==================== block 1
File: src/rtl/nibble_frame_pkg.sv
// Shared types and helpers for the serial nibble/parity receive path.
package nibble_frame_pkg;

  typedef logic [3:0] nibble_t;

  typedef enum logic {
    S_DATA,
    S_PAR
  } state_t;

  function automatic logic par4(nibble_t n);
    return ^n;
  endfunction

endpackage

File: src/rtl/nibble_parity4.sv
// Combinational 4-input XOR parity.
module nibble_parity4 (
  input  logic a,
  input  logic b,
  input  logic c,
  input  logic d,
  output logic dout
);

  assign dout = a ^ b ^ c ^ d;

endmodule

File: src/rtl/nibble_frame_rx.sv
// Serial nibble receiver: 4 data beats plus one parity beat into a 1-entry valid/ready register.
// Optional saturating parity-error counter on err_cnt when NFR_ERR_CNT_EN is defined.
module nibble_frame_rx
  import nibble_frame_pkg::*;
#(
  parameter bit          EVEN_PAR  = 1'b1,
  parameter bit          MSB_FIRST = 1'b1,
  parameter int unsigned CNT_W     = 8
) (
  input  logic             clk,
  input  logic             areset_n,
  input  logic             in_valid,
  output logic             in_ready,
  input  logic             in_bit,
  input  logic             in_sof,
  output logic             out_valid,
  input  logic             out_ready,
  output logic [3:0]       out_nibble,
  output logic             out_perr,
`ifdef NFR_ERR_CNT_EN
  output logic [CNT_W-1:0] err_cnt,
`endif
  output logic             abort
);

  if (CNT_W < 1) begin : g_bad_cnt_w
    $error("nibble_frame_rx: CNT_W must be at least 1");
  end

  state_t     state_q;
  logic [1:0] cnt_q;
  nibble_t    shift_q;
  logic       out_valid_q;
  nibble_t    out_nibble_q;
  logic       out_perr_q;
  logic       abort_q;

  logic    accept;
  logic    load;
  logic    sof_abort;
  logic    parity;
  logic    par_exp;
  logic    perr_new;
  nibble_t shift_next;
  nibble_t shift_sof;

  nibble_parity4 u_parity (
    .a    (shift_q[3]),
    .b    (shift_q[2]),
    .c    (shift_q[1]),
    .d    (shift_q[0]),
    .dout (parity)
  );

  always_comb begin
    // Only the parity beat can be stalled by a full output register.
    in_ready   = (state_q != S_PAR) || !out_valid_q || out_ready;
    accept     = in_valid && in_ready;
    sof_abort  = accept && in_sof && ((state_q == S_PAR) || (cnt_q != 2'd0));
    load       = accept && !in_sof && (state_q == S_PAR);
    par_exp    = EVEN_PAR ? parity : ~parity;
    perr_new   = (in_bit != par_exp);
    shift_next = MSB_FIRST ? {shift_q[2:0], in_bit} : {in_bit, shift_q[3:1]};
    shift_sof  = MSB_FIRST ? {3'b000, in_bit} : {in_bit, 3'b000};
  end

  always_ff @(posedge clk or negedge areset_n) begin
    if (!areset_n) begin
      state_q      <= S_DATA;
      cnt_q        <= 2'd0;
      shift_q      <= '0;
      out_valid_q  <= 1'b0;
      out_nibble_q <= '0;
      out_perr_q   <= 1'b0;
      abort_q      <= 1'b0;
    end else begin
      abort_q <= sof_abort;
      if (accept) begin
        if (in_sof) begin
          state_q <= S_DATA;
          cnt_q   <= 2'd1;
          shift_q <= shift_sof;
        end else if (state_q == S_PAR) begin
          state_q <= S_DATA;
          cnt_q   <= 2'd0;
        end else begin
          shift_q <= shift_next;
          cnt_q   <= cnt_q + 2'd1;
          if (cnt_q == 2'd3) begin
            state_q <= S_PAR;
          end
        end
      end
      // A load in the same cycle as a consume keeps out_valid high.
      if (load) begin
        out_valid_q  <= 1'b1;
        out_nibble_q <= shift_q;
        out_perr_q   <= perr_new;
      end else if (out_ready) begin
        out_valid_q <= 1'b0;
      end
    end
  end

  assign out_valid  = out_valid_q;
  assign out_nibble = out_nibble_q;
  assign out_perr   = out_perr_q;
  assign abort      = abort_q;

`ifdef NFR_ERR_CNT_EN
  localparam logic [CNT_W-1:0] ErrMax = '1;

  logic [CNT_W-1:0] err_cnt_q;

  always_ff @(posedge clk or negedge areset_n) begin
    if (!areset_n) begin
      err_cnt_q <= '0;
    end else if (load && perr_new && (err_cnt_q != ErrMax)) begin
      err_cnt_q <= err_cnt_q + CNT_W'(1);
    end
  end

  assign err_cnt = err_cnt_q;
`endif

endmodule

File: config.mk
export PLATFORM = sky130hd
export DESIGN_NAME = nibble_frame_rx
export DESIGN_NICKNAME = d
export VERILOG_FILES = /design/src/rtl/nibble_frame_pkg.sv /design/src/rtl/nibble_parity4.sv /design/src/rtl/nibble_frame_rx.sv
export SDC_FILE = /design/constraint.sdc
export NUM_CORES = 1
export LEC_CHECK = 0
export CAP_MARGIN = 20
export CORE_AREA = 8 8 45 47
export CTS_BUF_LIST = sky130_fd_sc_hd__clkbuf_8
export CTS_CLUSTER_SIZE = 20
export DETAILED_ROUTE_END_ITERATION = 8
export DIE_AREA = 0 0 53 55
export PLACE_DENSITY = 0.8
export SYNTH_ARGS = -nofsm -noshare
export SYNTH_HDL_FRONTEND = slang
export SYNTH_SLANG_ARGS = --single-unit
File: constraint.sdc
create_clock -name clk -period 2.6 [get_ports clk]
set_input_delay 0.52 -clock clk [delete_from_list [all_inputs] [get_ports clk]]
set_output_delay 0.52 -clock clk [all_outputs]
set_load 0.005 [all_outputs]
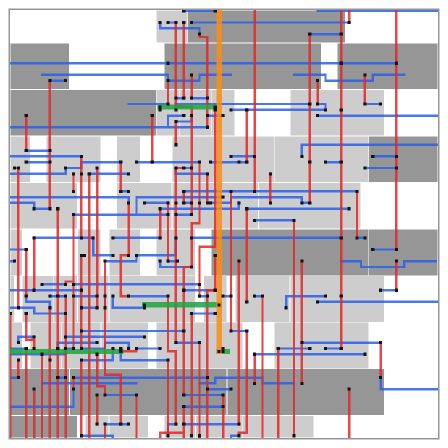
Fig. 1. A small window of the routed layout (block 1).
Region (14, 15) to (39, 40) um. Cells in grey, sequential cells in the stronger grey; small squares are vias.
met4: drawn in orange. met3: drawn in green. met1: drawn in blue. met2: drawn in red.
Netlist names of flops here include shift_q (3), out_nibble (2). Most frequent: dfrtp_1 (7), nand2_1 (5). Sequential cells in the window: 7. 38 logic cells have their middle in the window.

==> results.txt <==
outcome = complete, no violations
yosys stat chip area = 688 sq um
placed cell count = 86
crit path from = out_ready
total track usage = 0.105
most frequent logic cell in the layout = dfrtp_1
crit path DAT = 1670 ps
XORs/XNORs by Area = 0.0618
M2 GR Usage = 0.170
Power Sequential = 0.000290 W
Layout Cells excl Fill = 90
crit path to = in_ready
aoi share = 0.136
Post-Synth Adder-Cell Area = 0.0364
pre-CTS setup slack = 413 ps
fraction of area in multi-input gates = 0.353
part of the power in combinational logic = 0.248
Tool Warnings = 27
hold worst-path end = out_nibble[3]$_DFFE_PN0P_
Met3 Wirelength = 89 um
clock sinks = 14
flip-flops with a built-in enable = 0
share of layout cells above drive strength 1 = 0.162
Biggest consumer = registers
final period utilization = 0.843
grt total ovfl = 0
drt first pass iters = 4
slack of the worst reg-to-reg path = 1230 ps
setup TNS = 0 ps
Worst Path Max Fanout = 3
r2r endpoint = out_nibble[0]$_DFFE_PN0P_
DR WL/cell = 14.4 um
Synth mux share = 0.125
Core Footprint = 0.00138 sq mm
antenna viol nets, final = 0
Peak VDD IR = 0.501 mV
Crit Path Class = input port to output port
Final Hold Fails = 0
syn_area_per_cell = 11.9 sq um
Final Util = 0.637
root buf cell = clkbuf_8
maximum number of pins on one net before global-route repair = 15
Worst Slack Setup Final = 408 ps
# resized after CTS = 0
clkbuf count = 4
number of fill cells = 124
total die size = 0.00292 sq mm
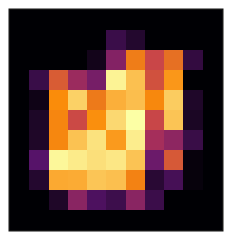
Fig. 2. Cell area per tile (block 1).
Drawn at 4 px/um. The die is cut into 11 by 11 equal tiles; black is low, pale yellow is high, 0 to 100% covered.
The fullest tile reaches 100%. The emptiest ninth of the die: upper left. The densest ninth of the die: centre.

cell usage after synthesis (2+ instances only):
cell type / n / share of area
mux2_4: 5 / 0.11
inv_1: 4 / 0.022
a22oi_1: 3 / 0.033
xnor2_1: 3 / 0.038
dfrtp_1: 14 / 0.51
a21oi_1: 5 / 0.036
nand2_1: 6 / 0.033
o21ai_0: 4 / 0.029
ha_1: 2 / 0.036
nor2b_1: 2 / 0.018
critical path: stages:
cell and delay [ps]:
clkdlybuf4s50_1 470, nand3b_1 150, clkdlybuf4s50_1 530

==================== block 2
<file path="src/rtl/systolic_job_scheduler.sv">
// Round-robin job scheduler for the shared 8-PE systolic array.
// Each job is sequenced through weight load, bias load, compute and drain, with valid/ready on every beat.
module systolic_job_scheduler (
    input  logic       clk,
    input  logic       rst_n,
    input  logic [1:0] req_valid,
    output logic [1:0] req_ready,
    output logic       grant_id,
    output logic       busy,
    input  logic       opnd_valid,
    input  logic [3:0] opnd_data,
    output logic       opnd_ready,
    output logic [3:0] array_data,
    output logic [7:0] pe_weight_en,
    output logic [7:0] pe_bias_en,
    output logic [7:0] pe_acc_en,
    output logic [2:0] drain_sel,
    input  logic [7:0] acc_out,
    output logic       res_valid,
    output logic [7:0] res_data,
    output logic       res_id,
    output logic       res_last,
    input  logic       res_ready
);
    localparam int unsigned N_PE = 8;
    localparam int unsigned IW   = 3;
    localparam int unsigned SW   = 4;

    typedef enum logic [2:0] {IDLE, LOAD_W, LOAD_B, COMPUTE, DRAIN} state_t;

    state_t        state, state_nx;
    logic [IW-1:0] idx, idx_nx;
    logic [SW-1:0] step, step_nx;
    logic          rr_ptr, rr_nx;
    logic          grant_nx;
    logic          winner;
    logic          adv;

    assign array_data = opnd_data;
    assign busy       = (state != IDLE);

    always_ff @(posedge clk or negedge rst_n) begin
        if (!rst_n) begin
            state    <= IDLE;
            idx      <= '0;
            step     <= '0;
            rr_ptr   <= 1'b0;
            grant_id <= 1'b0;
        end else begin
            state    <= state_nx;
            idx      <= idx_nx;
            step     <= step_nx;
            rr_ptr   <= rr_nx;
            grant_id <= grant_nx;
        end
    end

    always_comb begin
        state_nx     = state;
        idx_nx       = idx;
        step_nx      = step;
        rr_nx        = rr_ptr;
        grant_nx     = grant_id;
        winner       = 1'b0;
        adv          = 1'b0;
        req_ready    = '0;
        opnd_ready   = 1'b0;
        pe_weight_en = '0;
        pe_bias_en   = '0;
        pe_acc_en    = '0;
        drain_sel    = '0;
        res_valid    = 1'b0;
        res_data     = '0;
        res_id       = 1'b0;
        res_last     = 1'b0;
        case (state)
            IDLE: begin
                if (|req_valid) begin
                    // the pointed-to requester wins whenever it is asking
                    winner            = req_valid[rr_ptr] ? rr_ptr : ~rr_ptr;
                    req_ready[winner] = 1'b1;
                    grant_nx          = winner;
                    rr_nx             = ~winner;
                    state_nx          = LOAD_W;
                    idx_nx            = '0;
                end
            end
            LOAD_W: begin
                opnd_ready = 1'b1;
                if (opnd_valid) begin
                    pe_weight_en[idx] = 1'b1;
                    idx_nx            = idx + IW'(1);
                    if (idx == IW'(N_PE - 1)) state_nx = LOAD_B;
                end
            end
            LOAD_B: begin
                opnd_ready = 1'b1;
                if (opnd_valid) begin
                    pe_bias_en[idx] = 1'b1;
                    idx_nx          = idx + IW'(1);
                    if (idx == IW'(N_PE - 1)) begin
                        state_nx = COMPUTE;
                        step_nx  = '0;
                    end
                end
            end
            COMPUTE: begin
                // steps 8..14 flush the wavefront without consuming operands
                opnd_ready = (step < SW'(N_PE));
                adv        = (step >= SW'(N_PE)) || opnd_valid;
                if (adv) begin
                    for (int i = 0; i < N_PE; i++) begin
                        pe_acc_en[i] = (5'(i) <= {1'b0, step}) && ({1'b0, step} < 5'(i + N_PE));
                    end
                    step_nx = step + SW'(1);
                    if (step == SW'(2 * N_PE - 2)) begin
                        state_nx = DRAIN;
                        idx_nx   = '0;
                    end
                end
            end
            DRAIN: begin
                drain_sel = idx;
                res_valid = 1'b1;
                res_data  = acc_out;
                res_id    = grant_id;
                res_last  = (idx == IW'(N_PE - 1));
                if (res_ready) begin
                    idx_nx = idx + IW'(1);
                    if (idx == IW'(N_PE - 1)) state_nx = IDLE;
                end
            end
            default: state_nx = IDLE;
        endcase
    end
endmodule

</file>
<file path="config.mk">
export PLATFORM = sky130hd
export DESIGN_NAME = systolic_job_scheduler
export DESIGN_NICKNAME = d
export VERILOG_FILES = /design/src/rtl/systolic_job_scheduler.sv
export SDC_FILE = /design/constraint.sdc
export NUM_CORES = 1
export LEC_CHECK = 0
export CAP_MARGIN = 20
export CORE_AREA = 4 4 64 66
export CTS_CLUSTER_DIAMETER = 40
export DETAILED_ROUTE_END_ITERATION = 12
export DIE_AREA = 0 0 68 70
export PLACE_DENSITY = 0.74
export SYNTH_ARGS = -nofsm -noshare
export SYNTH_HDL_FRONTEND = slang
export SYNTH_SLANG_ARGS = --single-unit
</file>
<file path="constraint.sdc">
create_clock -name clk -period 1.9 [get_ports clk]
set_clock_uncertainty 0.05 [all_clocks]
set_input_delay 0.19 -clock clk [delete_from_list [all_inputs] [get_ports clk]]
set_output_delay 0.19 -clock clk [all_outputs]
set_load 0.02 [all_outputs]
</file>
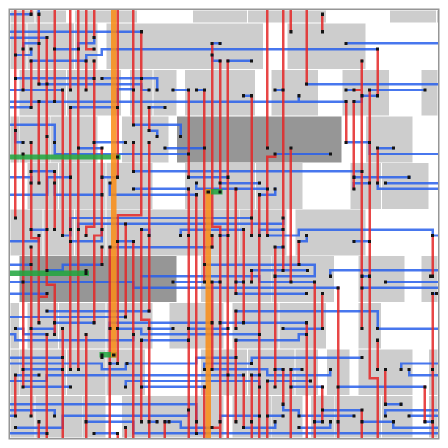
Fig. 3. A small window of the routed layout (block 2).
Region (22, 22) to (47, 47) um. Cells in grey, sequential cells in the stronger grey; small squares are vias.
met1: drawn in blue. met4: drawn in orange. met2: drawn in red. met3: drawn in green.
Netlist names of flops here include state (2). Sequential cells in the window: 2. 57 logic cells have their middle in the window. Most frequent: buf_4 (18), o21ai_0 (5), nand2_1 (4).

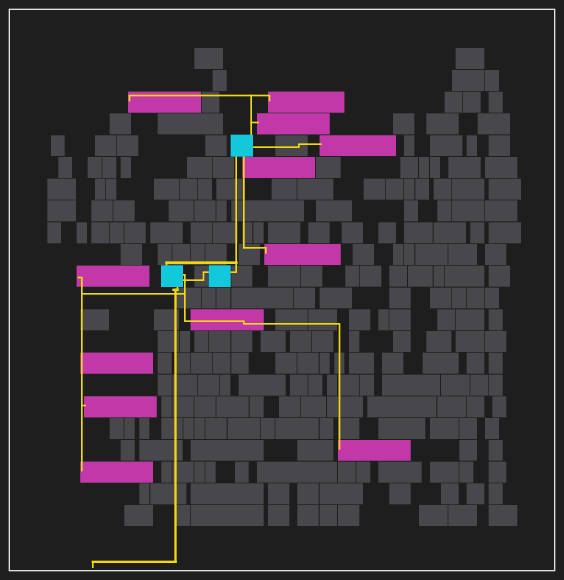
Fig. 4. Clock wires, drivers and flops (block 2).
Drawn at 8 px/um.
cells driving clock nets: drawn in cyan, count 3. clock wires: drawn in yellow, length 209 um. flip-flops: drawn in magenta, count 12.
There are 4 routed clock nets.
clock power share: 0.081
Late-Pin Clk Latency: 270 ps
Clk. pwr: 0.000157 W

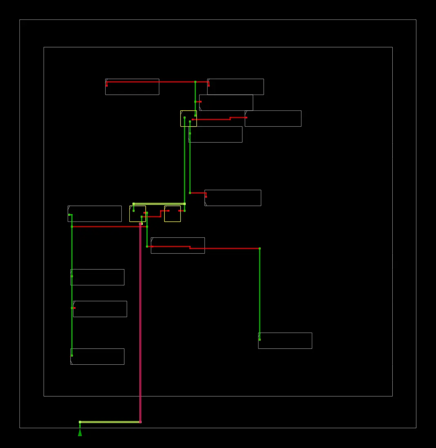
Fig. 5. Clock nets (block 2).
CTS buffer count: 3
clkbuf count: 3
Flops: 12
clock sinks: 12

==> results.txt <==
busiest grt layer = met2
min cycle time layout = 2020 ps
outcome = finished, violations left
RSZ-0062 raised after global routing = yes
Worst Slack Setup Final = -120 ps
Synth Flop Type = dfrtp_1
root buf cell = clkbuf_4
# setup viols final = 3
Hold Slack = 241 ps
Largest register FFs = 4
total track usage = 0.157
largest class = multi-input combinational cells
Final Hold Fails = 0
antenna viol nets, final = 0
drt first pass iters = 4
non-clock buffer total of the final layout = 100
most common cell in the synthesized netlist = nor2_1
Post-synth ARST share = 1.00
setup TNS = -179 ps
DR DRC count = 0
Worst setup EP type = flop
failing checks = negative setup slack
Synth Instances = 156
part of the power in combinational logic = 0.684
FMAX = 495 MHz
P_sw = 0.000877 W
## power groups by stage
stage / clock [W] / combinational (W) / sequential [W]
finish: 0.000157 / 0.00132 / 0.000453
global route: 0.000175 / 0.00147 / 0.000469
CTS: 0.000164 / 0.00117 / 0.000436
detailed placement: 0 / 0.00120 / 0.000440
global placement: 0 / 0.00119 / 0.000436
floorplan: 0 / 0.000672 / 0.000427
## worst reg2reg max path, cell delays in order, from the launching register on
cell and delay, ps:
dfrtp_2 450, buf_6 150, or4_4 540, o32ai_1 210, nor3_1 120, or3_1 380


==> gallery <==
Placed cells, one colour a class.
Drawn at 6 px/um. Fill, decap, tap and diode cells in grey.
panel A
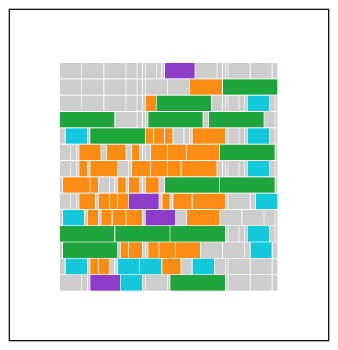
panel B
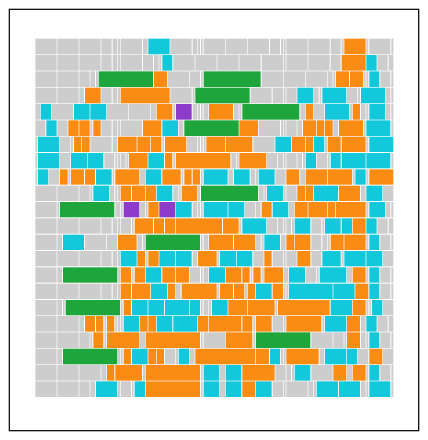
Panel A is block 1.
Panel B is block 2.
- largest die: panel B
- most cells: panel B

Key to panel B:
cells driving clock nets: drawn in purple, cells 3, share of their area 1.0%. all other logic: drawn in orange, cells 132, share of their area 49%. flops: drawn in green, cells 12, share of their area 14%. other buffers and delay cells: drawn in cyan, cells 100, share of their area 36%.

Power and IR drop assume default switching activity.
